=== design 1 ===
[config.mk]
export PLATFORM = sky130hd
export DESIGN_NAME = dm_write_tracer
export DESIGN_NICKNAME = d
export VERILOG_FILES = /design/src/rtl/dm_trace_pkg.sv /design/src/rtl/trace_fifo.sv /design/src/rtl/dm_write_tracer.sv
export SDC_FILE = /design/constraint.sdc
export NUM_CORES = 2
export LEC_CHECK = 0
export CAP_MARGIN = 0
export CORE_ASPECT_RATIO = 1.25
export CORE_MARGIN = 2
export CORE_UTILIZATION = 43
export DETAILED_ROUTE_END_ITERATION = 6
export GPL_ROUTABILITY_DRIVEN = 0
export PLACE_DENSITY_LB_ADDON = 0.08
export SLEW_MARGIN = 20
export SYNTH_ARGS = -nofsm -noshare
export SYNTH_HDL_FRONTEND = slang
export SYNTH_SLANG_ARGS = --single-unit
[constraint.sdc]
create_clock -name CLOCK_50 -period 28.3 [get_ports CLOCK_50]
set_clock_uncertainty 0.2 [all_clocks]
set_input_delay 4.245 -clock CLOCK_50 [delete_from_list [all_inputs] [get_ports CLOCK_50]]
set_output_delay 4.245 -clock CLOCK_50 [all_outputs]
set_load 0.02 [all_outputs]
[src/rtl/dm_trace_pkg.sv]
// Shared types for the data-memory store tracer.
package dm_trace_pkg;

    localparam int TRACE_N = 64;

    typedef enum logic [1:0] {
        CAPTURE,
        DRAIN,
        DONE
    } trace_state_t;

    typedef struct packed {
        logic [TRACE_N-1:0] addr;
        logic [TRACE_N-1:0] data;
    } trace_entry_t;

endpackage

[src/rtl/trace_fifo.sv]
// Synchronous FIFO with occupancy count.
// Read data is taken combinationally from the head and reads as 0 when empty.
module trace_fifo #(
    parameter int WIDTH = 128,
    parameter int DEPTH = 16
) (
    input  logic                       clk,
    input  logic                       rst_n,
    input  logic                       push,
    input  logic                       pop,
    input  logic [WIDTH-1:0]           wdata,
    output logic [WIDTH-1:0]           rdata,
    output logic [$clog2(DEPTH):0]     count,
    output logic                       full,
    output logic                       empty
);

    localparam int PTR_W = $clog2(DEPTH);
    localparam int CNT_W = PTR_W + 1;

    logic [WIDTH-1:0] mem [DEPTH];
    logic [PTR_W-1:0] wr_ptr;
    logic [PTR_W-1:0] rd_ptr;
    logic             push_ok;
    logic             pop_ok;

    assign full    = (count == CNT_W'(DEPTH));
    assign empty   = (count == '0);
    assign push_ok = push && !full;
    assign pop_ok  = pop && !empty;
    assign rdata   = empty ? '0 : mem[rd_ptr];

    // Storage array; contents are only observable while count > 0.
    always_ff @(posedge clk) begin
        if (push_ok) begin
            mem[wr_ptr] <= wdata;
        end
    end

    // Pointers wrap modulo DEPTH; count disambiguates full from empty.
    always_ff @(posedge clk or negedge rst_n) begin
        if (!rst_n) begin
            wr_ptr <= '0;
            rd_ptr <= '0;
            count  <= '0;
        end else begin
            if (push_ok) begin
                wr_ptr <= wr_ptr + PTR_W'(1);
            end
            if (pop_ok) begin
                rd_ptr <= rd_ptr + PTR_W'(1);
            end
            case ({push_ok, pop_ok})
                2'b10:   count <= count + CNT_W'(1);
                2'b01:   count <= count - CNT_W'(1);
                default: count <= count;
            endcase
        end
    end

endmodule

[src/rtl/dm_write_tracer.sv]
// Passive recorder of data-memory stores; drains the recorded trace on a
// rising edge of dump through a valid/ready stream.
module dm_write_tracer
    import dm_trace_pkg::*;
#(
    parameter int N      = 64,
    parameter int DEPTH  = 16,
    parameter int CNT_W  = $clog2(DEPTH) + 1,
    parameter int DROP_W = 16
) (
    input  logic              CLOCK_50,
    input  logic              reset,
    input  logic              DM_writeEnable,
    input  logic [N-1:0]      DM_addr,
    input  logic [N-1:0]      DM_writeData,
    input  logic              dump,
    output logic              out_valid,
    input  logic              out_ready,
    output logic [N-1:0]      out_addr,
    output logic [N-1:0]      out_data,
    output logic              out_last,
    output logic [CNT_W-1:0]  count,
    output logic              overflow,
    output logic [DROP_W-1:0] dropped,
    output logic              busy
);

    trace_state_t     state;
    trace_state_t     next_state;
    logic             dump_q;
    logic             dump_rise;
    logic             push;
    logic             pop;
    logic             drop;
    logic             full;
    logic             empty;
    logic [2*N-1:0]   head;

    trace_fifo #(
        .WIDTH (2 * N),
        .DEPTH (DEPTH)
    ) u_fifo (
        .clk   (CLOCK_50),
        .rst_n (reset),
        .push  (push),
        .pop   (pop),
        .wdata ({DM_addr, DM_writeData}),
        .rdata (head),
        .count (count),
        .full  (full),
        .empty (empty)
    );

    assign dump_rise = dump && !dump_q;
    assign out_addr  = head[2*N-1:N];
    assign out_data  = head[N-1:0];
    assign busy      = (state != CAPTURE);

    // State register and dump edge detector.
    always_ff @(posedge CLOCK_50 or negedge reset) begin
        if (!reset) begin
            state  <= CAPTURE;
            dump_q <= 1'b0;
        end else begin
            state  <= next_state;
            dump_q <= dump;
        end
    end

    // Next-state decode plus push/pop/drop strobes and stream outputs.
    always_comb begin
        next_state = state;
        push       = 1'b0;
        pop        = 1'b0;
        drop       = 1'b0;
        out_valid  = 1'b0;
        out_last   = 1'b0;
        case (state)
            CAPTURE: begin
                push = DM_writeEnable && !full;
                drop = DM_writeEnable && full;
                // A store landing on the dump edge counts toward the drain.
                if (dump_rise) begin
                    next_state = (!empty || push) ? DRAIN : DONE;
                end
            end
            DRAIN: begin
                drop      = DM_writeEnable;
                out_valid = !empty;
                out_last  = !empty && (count == CNT_W'(1));
                pop       = out_valid && out_ready;
                if (empty || (pop && out_last)) begin
                    next_state = DONE;
                end
            end
            DONE: begin
                drop = DM_writeEnable;
                if (!dump) begin
                    next_state = CAPTURE;
                end
            end
            default: next_state = CAPTURE;
        endcase
    end

    // Sticky overflow flag and saturating dropped-store counter.
    always_ff @(posedge CLOCK_50 or negedge reset) begin
        if (!reset) begin
            overflow <= 1'b0;
            dropped  <= '0;
        end else if (drop) begin
            overflow <= 1'b1;
            if (dropped != '1) begin
                dropped <= dropped + DROP_W'(1);
            end
        end
    end

endmodule

==> notes.md <==
Results of the flow run.

The flow ran to the end, and the final reports show no timing, DRC or antenna violations. The design has around 2100 sequential cells. Per the repair_timing log after CTS, setup buffers inserted total 0.

The floorplan die area stands at around 190000 µm². The met2 wirelength from detailed routing stands at 93500 µm. The largest fanout of any net on the critical path stands at 53. During synthesis, Yosys emitted a total of 0 warnings. Yosys reports a chip area of 79100 µm².

The starting density of the core stands at 0.431. The met3 track demand over resource stands at 0.0531. Of the total standard cell area in the layout, the multi-input combinational portion is 0.175.

In the final layout, excluding clock buffers the buffer count is between 300 and 400. The total power divided by cell area stands at 100 nW/µm². The synthesized instance count stands at approximately 3300. Counting endpoints that fail hold in the final report gives 0. The number of cell instances on the worst register-to-register path stands at 8.

The largest individual stage delay along the critical path comes from the cell dfrtp_4. The transition time at the pin with the least slew margin stands at roughly 1100 ps. Per STA, the worst path is made up of buf_4, buf_4, buf_6, mux4_2, mux2i_1, o22ai_1, clkdlybuf4s50_1. Final hold analysis gives a worst-case slack of roughly 280 ps. During placement, the flow inserted port buffers numbering between 200 and 300. The internal portion of the total power is 6.42 mW. The final period utilization stands at 0.355.

The detailed router's first-iteration violation count stands at about 2800. The stage delay of the slowest cell on the critical path stands at ~970 ps. The minimum period implied by the final worst setup slack stands at 10050 ps.
==> through the flow <==
| stage | std cells | setup slack [ps] | utilization | area (µm²) |
|---|---|---|---|---|
| after floorplan | 3302 | 13800 | - | 79100 |
| after global placement | 5880 | 18680 | 0.463 | 84900 |
| after detailed placement | 5880 | 18580 | 0.463 | 84900 |
| after CTS | 6256 | 17660 | 0.499 | 91500 |
| after global routing | 6259 | 17690 | 0.499 | 91500 |
| final | 6265 | 18250 | 0.499 | 91500 |
### M1 wires, design 1

Scale bar: 100 µm.
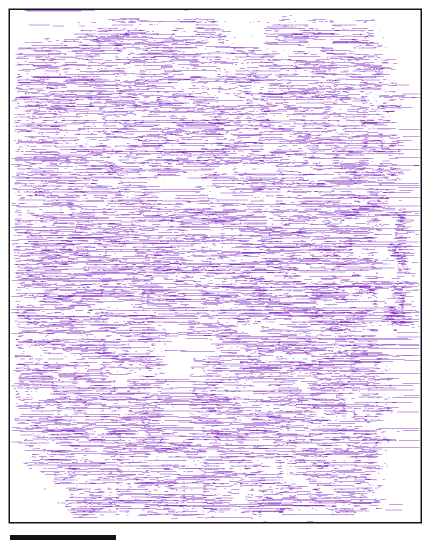
main direction: horizontal
longest straight run: 134 µm
total wire length after detailed routing: 192000 µm
via count of the routed design: 35900
met1 capacity usage during global routing: 0.278

### Met2 routing, design 1

Scale bar: 100 µm. Cells faint in the background.
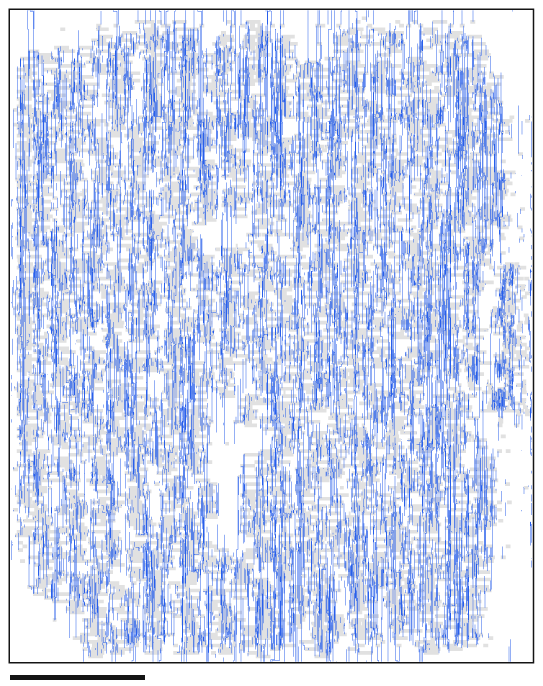
nets with wire on the layer: 3495
main direction: vertical
longest straight run: 117 µm
wire length on this layer: 93.5 mm
share of all routed wire: 49%

### The metal 3 layer, design 1

Scale bar: 100 µm. Cells faint in the background.
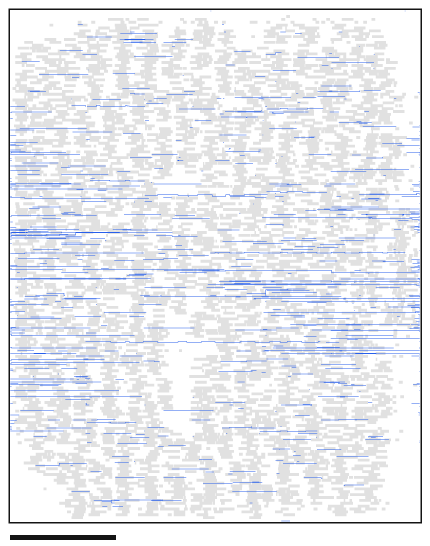
wire length on this layer: 13300 µm
main direction: horizontal


=== design 2 ===
### M1 wires, design 2

Scale bar: 20 µm.
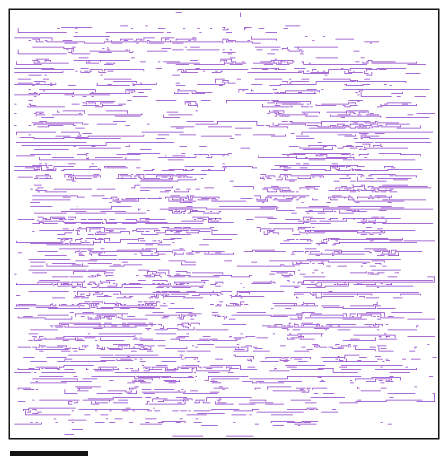
==> config.mk <==
export PLATFORM = sky130hd
export DESIGN_NAME = mem_access_unit
export DESIGN_NICKNAME = d
export VERILOG_FILES = /design/src/rtl/mem_access_pkg.sv /design/src/rtl/load_aligner.sv /design/src/rtl/mem_access_unit.sv
export SDC_FILE = /design/constraint.sdc
export NUM_CORES = 1
export LEC_CHECK = 0
export ABC_AREA = 1
export CORE_UTILIZATION = 48
export DETAILED_ROUTE_END_ITERATION = 10
export GPL_TIMING_DRIVEN = 0
export PLACE_DENSITY = 0.86
export SETUP_SLACK_MARGIN = 0.5
export SLEW_MARGIN = 20
export SYNTH_ARGS = -nofsm -noshare
export SYNTH_HDL_FRONTEND = slang
export SYNTH_HIERARCHICAL = 1
export SYNTH_SLANG_ARGS = --single-unit
==> constraint.sdc <==
create_clock -name clk -period 2.9 [get_ports clk]
set_clock_uncertainty 0.15 [all_clocks]
set_input_delay 0.29 -clock clk [delete_from_list [all_inputs] [get_ports clk]]
set_output_delay 0.29 -clock clk [all_outputs]
set_load 0.1 [all_outputs]
==> src/rtl/mem_access_pkg.sv <==
// Shared types and decode helpers for the memory access unit.
package mem_access_pkg;

    typedef enum logic [1:0] {
        StIdle,
        StWait,
        StDone
    } state_e;

    typedef enum logic [1:0] {
        SzByte = 2'd0,
        SzHalf = 2'd1,
        SzWord = 2'd2
    } size_e;

    // funct3[1:0] selects the access size, funct3[2] selects zero extension.
    localparam logic [1:0]  F3_SZ_BYTE      = 2'b00;
    localparam logic [1:0]  F3_SZ_HALF      = 2'b01;
    localparam int unsigned F3_UNSIGNED_BIT = 2;

    // Fetches are always words; unused size codes fall back to word.
    function automatic size_e decode_size(input logic fetch, input logic [2:0] funct3);
        size_e sz;
        if (fetch) begin
            sz = SzWord;
        end else begin
            case (funct3[1:0])
                F3_SZ_BYTE: sz = SzByte;
                F3_SZ_HALF: sz = SzHalf;
                default:    sz = SzWord;
            endcase
        end
        return sz;
    endfunction

    function automatic logic decode_signed(input logic fetch, input logic [2:0] funct3);
        return !fetch && !funct3[F3_UNSIGNED_BIT];
    endfunction

    function automatic logic [3:0] byte_en(input size_e size, input logic [1:0] addr_lo);
        logic [3:0] be;
        case (size)
            SzByte:  be = 4'b0001 << addr_lo;
            SzHalf:  be = 4'b0011 << {addr_lo[1], 1'b0};
            default: be = 4'hF;
        endcase
        return be;
    endfunction

    // Replicate store data across all lanes so the enabled lanes carry it.
    function automatic logic [31:0] store_lanes(input size_e size, input logic [31:0] data);
        logic [31:0] lanes;
        case (size)
            SzByte:  lanes = {4{data[7:0]}};
            SzHalf:  lanes = {2{data[15:0]}};
            default: lanes = data;
        endcase
        return lanes;
    endfunction

    function automatic logic is_misaligned(input size_e size, input logic [1:0] addr_lo);
        logic mis;
        case (size)
            SzHalf:  mis = addr_lo[0];
            SzWord:  mis = |addr_lo;
            default: mis = 1'b0;
        endcase
        return mis;
    endfunction

endpackage

==> src/rtl/load_aligner.sv <==
// Load lane select plus sign/zero extension of the returned bus word.
module load_aligner
    import mem_access_pkg::*;
(
    input  logic [31:0] i_rdata,
    input  logic [1:0]  i_addr_lo,
    input  size_e       i_size,
    input  logic        i_signed,
    output logic [31:0] o_data
);

    logic [31:0] w_shifted;
    logic [7:0]  w_byte;
    logic [15:0] w_half;

    // Pick the addressed lane and extend it to a full word.
    always_comb begin
        w_shifted = i_rdata >> {i_addr_lo, 3'b000};
        w_byte    = w_shifted[7:0];
        w_half    = i_addr_lo[1] ? i_rdata[31:16] : i_rdata[15:0];
        o_data    = i_rdata;
        case (i_size)
            SzByte:  o_data = {{24{i_signed & w_byte[7]}}, w_byte};
            SzHalf:  o_data = {{16{i_signed & w_half[15]}}, w_half};
            default: o_data = i_rdata;
        endcase
    end

endmodule

==> src/rtl/mem_access_unit.sv <==
// Memory access unit: one request/ack bus transaction per control access.
// Optional alignment checking is enabled with MEM_ACCESS_UNIT_ALIGN_CHECK_EN.
module mem_access_unit
    import mem_access_pkg::*;
#(
    parameter int unsigned XLEN = 32
) (
    input  logic            clk,
    input  logic            rst_n,
    input  logic            mem_read,
    input  logic            mem_write,
    input  logic            fetch,
    input  logic [2:0]      funct3,
    input  logic [XLEN-1:0] addr,
    input  logic [XLEN-1:0] wdata,
    output logic [XLEN-1:0] rdata,
    output logic            mem_complete,
    output logic            misaligned,
    output logic            access_fault,
    output logic            bus_req,
    output logic            bus_we,
    output logic [XLEN-1:0] bus_addr,
    output logic [3:0]      bus_be,
    output logic [XLEN-1:0] bus_wdata,
    input  logic            bus_ack,
    input  logic            bus_err,
    input  logic [XLEN-1:0] bus_rdata
);

    state_e      r_state;
    logic [1:0]  r_addr_lo;
    size_e       r_size;
    logic        r_signed;
    logic [31:0] r_rdata;
    logic        r_mem_complete;
    logic        r_access_fault;
    logic        r_bus_req;
    logic        r_bus_we;
    logic [31:0] r_bus_addr;
    logic [3:0]  r_bus_be;
    logic [31:0] r_bus_wdata;

    size_e       w_size;
    logic        w_signed;
    logic        w_we;
    logic [3:0]  w_be;
    logic [31:0] w_lanes;
    logic        w_misal;
    logic [31:0] w_load_data;

    // Decode the incoming request; write takes priority when both are high.
    always_comb begin
        w_size   = decode_size(fetch, funct3);
        w_signed = decode_signed(fetch, funct3);
        w_we     = mem_write;
        w_be     = w_we ? byte_en(w_size, addr[1:0]) : 4'hF;
        w_lanes  = store_lanes(w_size, wdata);
    end

`ifdef MEM_ACCESS_UNIT_ALIGN_CHECK_EN
    logic r_misaligned;
    assign w_misal    = is_misaligned(w_size, addr[1:0]);
    assign misaligned = r_misaligned;
`else
    assign w_misal    = 1'b0;
    assign misaligned = 1'b0;
`endif

    load_aligner u_load_aligner (
        .i_rdata   (bus_rdata),
        .i_addr_lo (r_addr_lo),
        .i_size    (r_size),
        .i_signed  (r_signed),
        .o_data    (w_load_data)
    );

    // Access sequencer with registered bus outputs and completion pulses.
    always_ff @(posedge clk or negedge rst_n) begin
        if (!rst_n) begin
            r_state        <= StIdle;
            r_addr_lo      <= 2'b00;
            r_size         <= SzByte;
            r_signed       <= 1'b0;
            r_rdata        <= '0;
            r_mem_complete <= 1'b0;
            r_access_fault <= 1'b0;
            r_bus_req      <= 1'b0;
            r_bus_we       <= 1'b0;
            r_bus_addr     <= '0;
            r_bus_be       <= 4'h0;
            r_bus_wdata    <= '0;
`ifdef MEM_ACCESS_UNIT_ALIGN_CHECK_EN
            r_misaligned   <= 1'b0;
`endif
        end else begin
            // Pulses live for exactly the DONE cycle.
            r_mem_complete <= 1'b0;
            r_access_fault <= 1'b0;
`ifdef MEM_ACCESS_UNIT_ALIGN_CHECK_EN
            r_misaligned   <= 1'b0;
`endif
            unique case (r_state)
                StIdle: begin
                    if (mem_read || mem_write) begin
                        r_addr_lo <= addr[1:0];
                        r_size    <= w_size;
                        r_signed  <= w_signed;
                        if (w_misal) begin
`ifdef MEM_ACCESS_UNIT_ALIGN_CHECK_EN
                            r_misaligned <= 1'b1;
`endif
                            r_state <= StDone;
                        end else begin
                            r_bus_req   <= 1'b1;
                            r_bus_we    <= w_we;
                            r_bus_addr  <= {addr[31:2], 2'b00};
                            r_bus_be    <= w_be;
                            r_bus_wdata <= w_lanes;
                            r_state     <= StWait;
                        end
                    end
                end
                StWait: begin
                    // No abort path: the transaction runs until the bus acks.
                    if (bus_ack) begin
                        r_bus_req <= 1'b0;
                        r_bus_we  <= 1'b0;
                        if (bus_err) begin
                            r_access_fault <= 1'b1;
                        end else begin
                            r_mem_complete <= 1'b1;
                            if (!r_bus_we) begin
                                r_rdata <= w_load_data;
                            end
                        end
                        r_state <= StDone;
                    end
                end
                StDone: begin
                    r_state <= StIdle;
                end
                default: begin
                    r_state <= StIdle;
                end
            endcase
        end
    end

    assign rdata        = r_rdata;
    assign mem_complete = r_mem_complete;
    assign access_fault = r_access_fault;
    assign bus_req      = r_bus_req;
    assign bus_we       = r_bus_we;
    assign bus_addr     = r_bus_addr;
    assign bus_be       = r_bus_be;
    assign bus_wdata    = r_bus_wdata;

endmodule

==> notes.md <==
Results of the flow run.

The flow ran to the end, and the final reports show no timing, DRC or antenna violations. The starting density of the core stands at 0.502. The proportion of layout cells with a drive suffix above 1 stands at 0.118. Counting the fill cells in the layout gives around 860. Per the synthesis report, the number of distinct cell types is 29.

The floorplan step defined a core boundary enclosing about 11000 µm². The number of cell instances on the worst register-to-register path stands at 6. The number of warnings issued by yosys stands at 6.

The number of cells traversed by the worst hold path stands at 3. The total negative setup slack stands at 0 ps. The vertical die dimension reported for this design is about 110 µm. The critical path goes through clkdlybuf4s50_1. The final antenna diode tally reported by the flow is 0. The mux cell area share after synthesis stands at 0. The post-synthesis chip area from yosys stands at between 5000 and 6000 µm². The share of synthesized cell area in full adder, half adder and majority cells stands at 0.

As reported, the later end of the worst-skew pair has a clock insertion delay of between 300 and 400 ps. The stage delay of the slowest cell on the critical path stands at between 1000 and 1500 ps. The design has 109 sequential cells.

The congestion estimate from routability-driven global placement came to roughly 0.88. In the final design database the tool counted roughly 1000 nets. The synthesized flop and latch total stands at 109. All stages included, the depth of the critical timing path comes to 1. The floorplan report gives the top-level pin count as 211. The transition time at the pin with the least slew margin stands at between 1000 and 1500 ps. The timing report attributes the biggest portion of critical-path delay to buffers and inverters.
## Picture notes: 'M1 wires' of design 2
nets with wire on the layer: 877
main direction: horizontal
share of all routed wire: 41%
longest straight run: 33.6 µm
wire length on this layer: 6810 µm
met1 capacity usage during global routing: 0.348
total wire length after detailed routing: 16600 µm
via count of the routed design: 5395

## timing repair
item | CTS | global route
resized | 0 | 0
endpoints found under the hold margin | 30 | 0
hold buffers | 1 | 0
## sequential cells by signal (all words and copies together) (netlist names)
name and flops:
access_fault 1, bus_addr 30, bus_be 4, bus_req 1, bus_wdata 32, bus_we 1
mem_complete 1, r_addr_lo 2, r_signed 1, r_size 2, r_state 2, rdata 32

=== design 3 ===
===== src/rtl/ld_pkg.sv =====
// Shared load-unit definitions: funct3 encodings, access-size decode and the FSM state type.
package ld_pkg;

    localparam logic [2:0] F3_LB  = 3'b000;
    localparam logic [2:0] F3_LH  = 3'b001;
    localparam logic [2:0] F3_LW  = 3'b010;
    localparam logic [2:0] F3_LD  = 3'b011;
    localparam logic [2:0] F3_LBU = 3'b100;
    localparam logic [2:0] F3_LHU = 3'b101;
    localparam logic [2:0] F3_LWU = 3'b110;
    localparam logic [2:0] F3_ILL = 3'b111;

    typedef enum logic [2:0] {
        ST_IDLE,
        ST_ISSUE0,
        ST_WAIT0,
        ST_ISSUE1,
        ST_WAIT1,
        ST_RESP
    } ld_state_e;

    // Access size in bytes.
    function automatic logic [3:0] ld_size(input logic [2:0] funct3);
        case (funct3)
            F3_LB, F3_LBU: return 4'd1;
            F3_LH, F3_LHU: return 4'd2;
            F3_LW, F3_LWU: return 4'd4;
            default:       return 4'd8;
        endcase
    endfunction

    function automatic logic ld_illegal(input logic [2:0] funct3, input int xlen);
        return (funct3 == F3_ILL) ||
               ((xlen == 32) && ((funct3 == F3_LD) || (funct3 == F3_LWU)));
    endfunction

    // True when the field crosses into the next bus word.
    function automatic logic ld_split(input int off, input logic [2:0] funct3, input int nb);
        return (off + int'(ld_size(funct3))) > nb;
    endfunction

endpackage


===== src/rtl/ld_extract.sv =====
// Combinational field extraction: shifts the two-beat window down by the byte offset and
// sign- or zero-extends the selected B/H/W/D field to XLEN.
module ld_extract
    import ld_pkg::*;
#(
    parameter int XLEN = 32,
    parameter int OW   = $clog2(XLEN / 8)
) (
    input  logic [XLEN-1:0] beat0,
    input  logic [XLEN-1:0] beat1,
    input  logic [OW-1:0]   off,
    input  logic [2:0]      funct3,
    output logic [XLEN-1:0] result
);

    logic [XLEN-1:0] shifted;
    logic [31:0]     nbits;
    logic            sign_bit;
    logic            ext_bit;

    assign shifted = XLEN'({beat1, beat0} >> {off, 3'b000});
    assign nbits   = {28'd0, ld_size(funct3)} << 3;

    always_comb begin
        sign_bit = 1'b0;
        case (ld_size(funct3))
            4'd1:    sign_bit = shifted[7];
            4'd2:    sign_bit = shifted[15];
            4'd4:    sign_bit = shifted[31];
            default: sign_bit = shifted[XLEN-1];
        endcase
    end

    assign ext_bit = sign_bit & ~funct3[2];

    genvar gi;
    generate
        for (gi = 0; gi < XLEN; gi++) begin : g_bit
            assign result[gi] = (gi < nbits) ? shifted[gi] : ext_bit;
        end
    endgenerate

endmodule


===== src/rtl/ld_align_unit.sv =====
// Sequential load unit: one load per handshake, word-aligned bus reads, extended result.
// Define LD_ALIGN_MISALIGN_EN to split word-crossing loads into two beats; otherwise they fault.
module ld_align_unit
    import ld_pkg::*;
#(
    parameter int XLEN   = 32,
    parameter int ADDR_W = 32
) (
    input  logic              clk,
    input  logic              rst,
    input  logic              req_valid,
    output logic              req_ready,
    input  logic [ADDR_W-1:0] req_addr,
    input  logic [2:0]        req_funct3,
    output logic              mem_req_valid,
    input  logic              mem_req_ready,
    output logic [ADDR_W-1:0] mem_addr,
    input  logic              mem_rsp_valid,
    input  logic [XLEN-1:0]   mem_rdata,
    output logic              rsp_valid,
    input  logic              rsp_ready,
    output logic [XLEN-1:0]   rsp_data,
    output logic              rsp_fault
);

    localparam int NB = XLEN / 8;
    localparam int OW = $clog2(NB);
    localparam logic [ADDR_W-1:0] OFF_MASK = ADDR_W'(NB - 1);
    localparam logic [ADDR_W-1:0] NB_STEP  = ADDR_W'(NB);

    ld_state_e         state_q, state_d;
    logic [ADDR_W-1:0] addr_q, addr_d;
    logic [2:0]        funct3_q, funct3_d;
    logic [XLEN-1:0]   beat0_q, beat0_d;
    logic [XLEN-1:0]   beat1_q, beat1_d;
    logic              fault_q, fault_d;
    logic [ADDR_W-1:0] aligned;
    logic [XLEN-1:0]   ext_result;

    assign aligned = addr_q & ~OFF_MASK;

`ifdef LD_ALIGN_MISALIGN_EN
    logic split_cur;
    assign split_cur = ld_split(int'(addr_q[OW-1:0]), funct3_q, NB);
`else
    logic req_split;
    assign req_split = ld_split(int'(req_addr[OW-1:0]), req_funct3, NB);
`endif

    ld_extract #(
        .XLEN (XLEN),
        .OW   (OW)
    ) u_extract (
        .beat0  (beat0_q),
        .beat1  (beat1_q),
        .off    (addr_q[OW-1:0]),
        .funct3 (funct3_q),
        .result (ext_result)
    );

    always_comb begin
        state_d       = state_q;
        addr_d        = addr_q;
        funct3_d      = funct3_q;
        beat0_d       = beat0_q;
        beat1_d       = beat1_q;
        fault_d       = fault_q;
        req_ready     = 1'b0;
        mem_req_valid = 1'b0;
        mem_addr      = '0;
        rsp_valid     = 1'b0;
        rsp_fault     = 1'b0;
        rsp_data      = '0;
        case (state_q)
            ST_IDLE: begin
                req_ready = 1'b1;
                if (req_valid) begin
                    addr_d   = req_addr;
                    funct3_d = req_funct3;
                    if (ld_illegal(req_funct3, XLEN)) begin
                        fault_d = 1'b1;
                        state_d = ST_RESP;
                    end
`ifndef LD_ALIGN_MISALIGN_EN
                    else if (req_split) begin
                        fault_d = 1'b1;
                        state_d = ST_RESP;
                    end
`endif
                    else begin
                        fault_d = 1'b0;
                        state_d = ST_ISSUE0;
                    end
                end
            end
            ST_ISSUE0: begin
                mem_req_valid = 1'b1;
                mem_addr      = aligned;
                if (mem_req_ready) state_d = ST_WAIT0;
            end
            ST_WAIT0: begin
                if (mem_rsp_valid) begin
                    beat0_d = mem_rdata;
`ifdef LD_ALIGN_MISALIGN_EN
                    state_d = split_cur ? ST_ISSUE1 : ST_RESP;
`else
                    state_d = ST_RESP;
`endif
                end
            end
`ifdef LD_ALIGN_MISALIGN_EN
            ST_ISSUE1: begin
                // Second beat wraps to address 0 past the top of the address space.
                mem_req_valid = 1'b1;
                mem_addr      = aligned + NB_STEP;
                if (mem_req_ready) state_d = ST_WAIT1;
            end
            ST_WAIT1: begin
                if (mem_rsp_valid) begin
                    beat1_d = mem_rdata;
                    state_d = ST_RESP;
                end
            end
`endif
            ST_RESP: begin
                rsp_valid = 1'b1;
                rsp_fault = fault_q;
                rsp_data  = fault_q ? '0 : ext_result;
                if (rsp_ready) state_d = ST_IDLE;
            end
            default: state_d = ST_IDLE;
        endcase
    end

    always_ff @(posedge clk) begin
        if (rst) begin
            state_q  <= ST_IDLE;
            addr_q   <= '0;
            funct3_q <= '0;
            beat0_q  <= '0;
            beat1_q  <= '0;
            fault_q  <= 1'b0;
        end else begin
            state_q  <= state_d;
            addr_q   <= addr_d;
            funct3_q <= funct3_d;
            beat0_q  <= beat0_d;
            beat1_q  <= beat1_d;
            fault_q  <= fault_d;
        end
    end

endmodule


===== config.mk =====
export PLATFORM = sky130hd
export DESIGN_NAME = ld_align_unit
export DESIGN_NICKNAME = d
export VERILOG_FILES = /design/src/rtl/ld_pkg.sv /design/src/rtl/ld_extract.sv /design/src/rtl/ld_align_unit.sv
export SDC_FILE = /design/constraint.sdc
export NUM_CORES = 1
export LEC_CHECK = 0
export ABC_AREA = 0
export CAP_MARGIN = 10
export CORE_MARGIN = 8
export CORE_UTILIZATION = 44
export CTS_BUF_LIST = sky130_fd_sc_hd__clkbuf_8 sky130_fd_sc_hd__clkbuf_16
export CTS_CLUSTER_SIZE = 10
export DETAILED_ROUTE_END_ITERATION = 8
export GPL_TIMING_DRIVEN = 0
export PLACE_DENSITY = 0.87
export SLEW_MARGIN = 40
export SYNTH_ARGS = -nofsm -noshare
export SYNTH_HDL_FRONTEND = slang
export SYNTH_SLANG_ARGS = --single-unit

===== constraint.sdc =====
create_clock -name clk -period 2.13 [get_ports clk]
set_clock_uncertainty 0.05 [all_clocks]
set_input_delay 0.426 -clock clk [delete_from_list [all_inputs] [get_ports clk]]
set_output_delay 0.426 -clock clk [all_outputs]
set_load 0.05 [all_outputs]

### M1 wires, design 3

Scale bar: 20 µm.
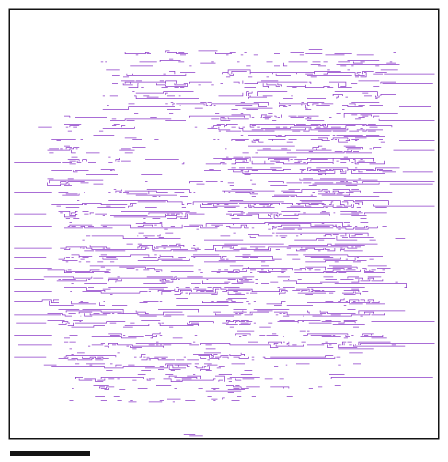
share of all routed wire: 36%
nets with wire on the layer: 660
wire length on this layer: 4840 µm
main direction: horizontal
longest straight run: 25.8 µm
total wire length after detailed routing: 13300 µm
via count of the routed design: 4112

==> notes.md <==
Results of the flow run.

The checks that failed: negative setup slack. The flow ran to the end, but the final reports show violations. The final antenna diode tally reported by the flow is 0. The sequential cell area stands at 1430 µm².

The critical path in the final layout is reported with a setup slack of -303 ps. The total of endpoints with negative setup slack in the final report stands at between 40 and 50. Of the cells placed in the final design, the portion with a size suffix greater than 1 is 0.312. The met1 global-route usage stands at 0.225. Per the skew report, the later register of the worst-skew pair sees a clock latency of roughly 340 ps. The report gives the cell count of the worst hold path as 2.

The tally of unique sky130hd cells used after synthesis stands at a little over 40. The final layout contains a sequential cell count of around 71. Counting only logic cells after layout, the most numerous master is nand2_1. For the worst flop-to-flop path, the logic depth is 7. The final layout reports a setup TNS of -6740 ps.

The flow measured a signed area growth from synthesis to layout of 67.4%. The transition time at the pin with the least slew margin stands at between 500 and 600 ps. The CTS buffer count stands at 9.

The share of synthesized cell area in full adder, half adder and majority cells stands at 0.0124. The share of total power dissipated in combinational logic is 0.225. The share of total power dissipated in the clock network is 0.381. The synthesized instance count stands at 489. The capture point of the worst register-to-register path is recorded as beat0_q[20]$_SDFFE_PP0P_. The post-CTS hold buffer count recorded in the log is 0.
### Met2 routing, design 3

Scale bar: 20 µm. Cells faint in the background.
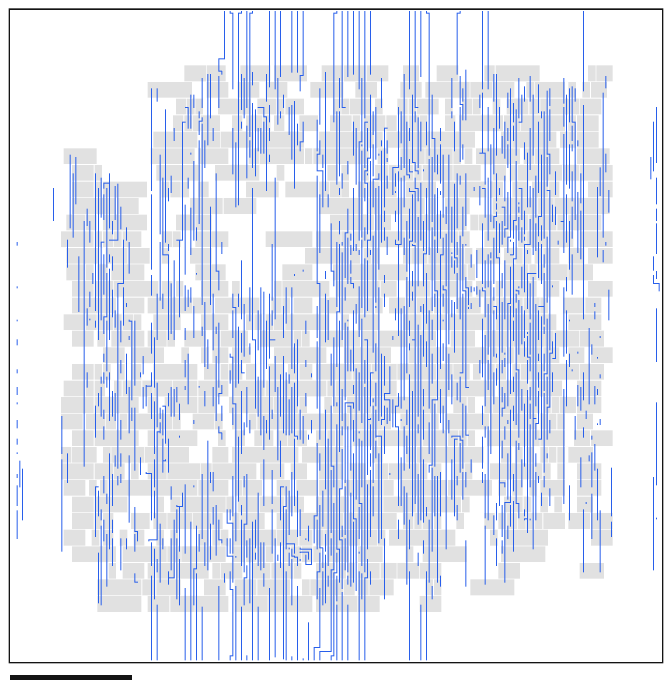
wire length on this layer: 6870 µm
main direction: vertical

-- worst max path at each step --
| stage | startpoint | end | cells past startpoint |
|---|---|---|---|
| after floorplan | addr_q[1]$_SDFFE_PP0P_ | rsp_data[1] | 4 |
| after global placement | state_q[0]$_SDFFE_PP0P_ | mem_addr[8] | 5 |
| after detailed placement | state_q[0]$_SDFFE_PP0P_ | mem_addr[8] | 5 |
| after CTS | addr_q[1]$_SDFFE_PP0P_ | rsp_data[15] | 6 |
| after global routing | addr_q[1]$_SDFFE_PP0P_ | rsp_data[9] | 6 |
| final | addr_q[1]$_SDFFE_PP0P_ | rsp_data[10] | 6 |


==> layout pictures side by side <==
Met4 routing.
picture 1
Scale bar: 20 µm.
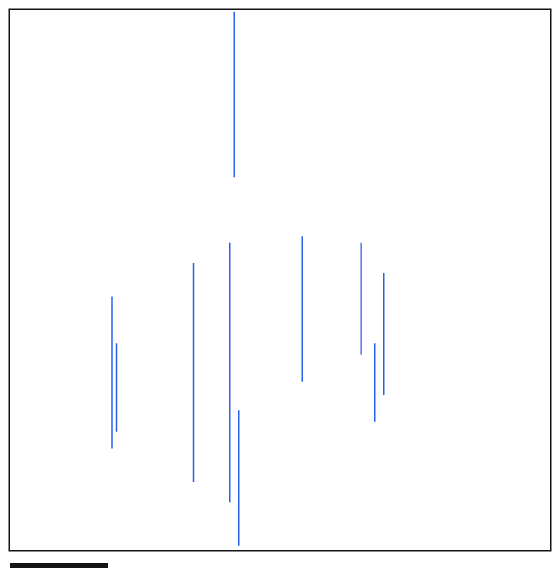
picture 2
Scale bar: 100 µm.
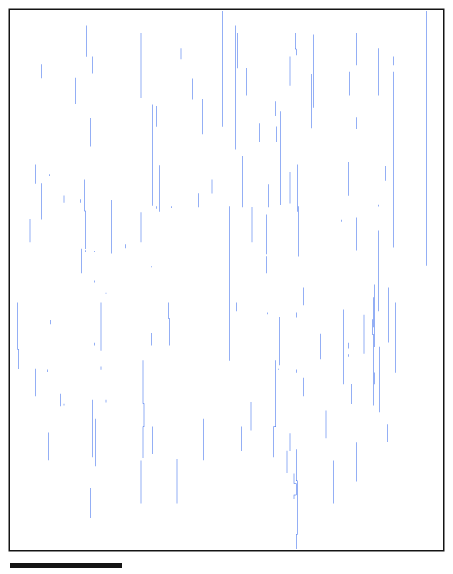
picture 3
Scale bar: 20 µm.
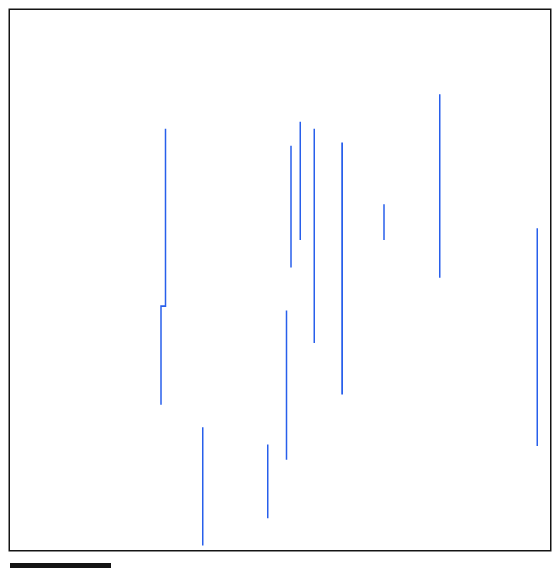
picture 1: design 2
picture 2: design 1
picture 3: design 3
The one with the largest die is picture 2.

Key to picture 1:
nets with wire on the layer: 10
main direction: vertical
longest straight run: 52.4 µm

Power and IR drop assume default switching activity.
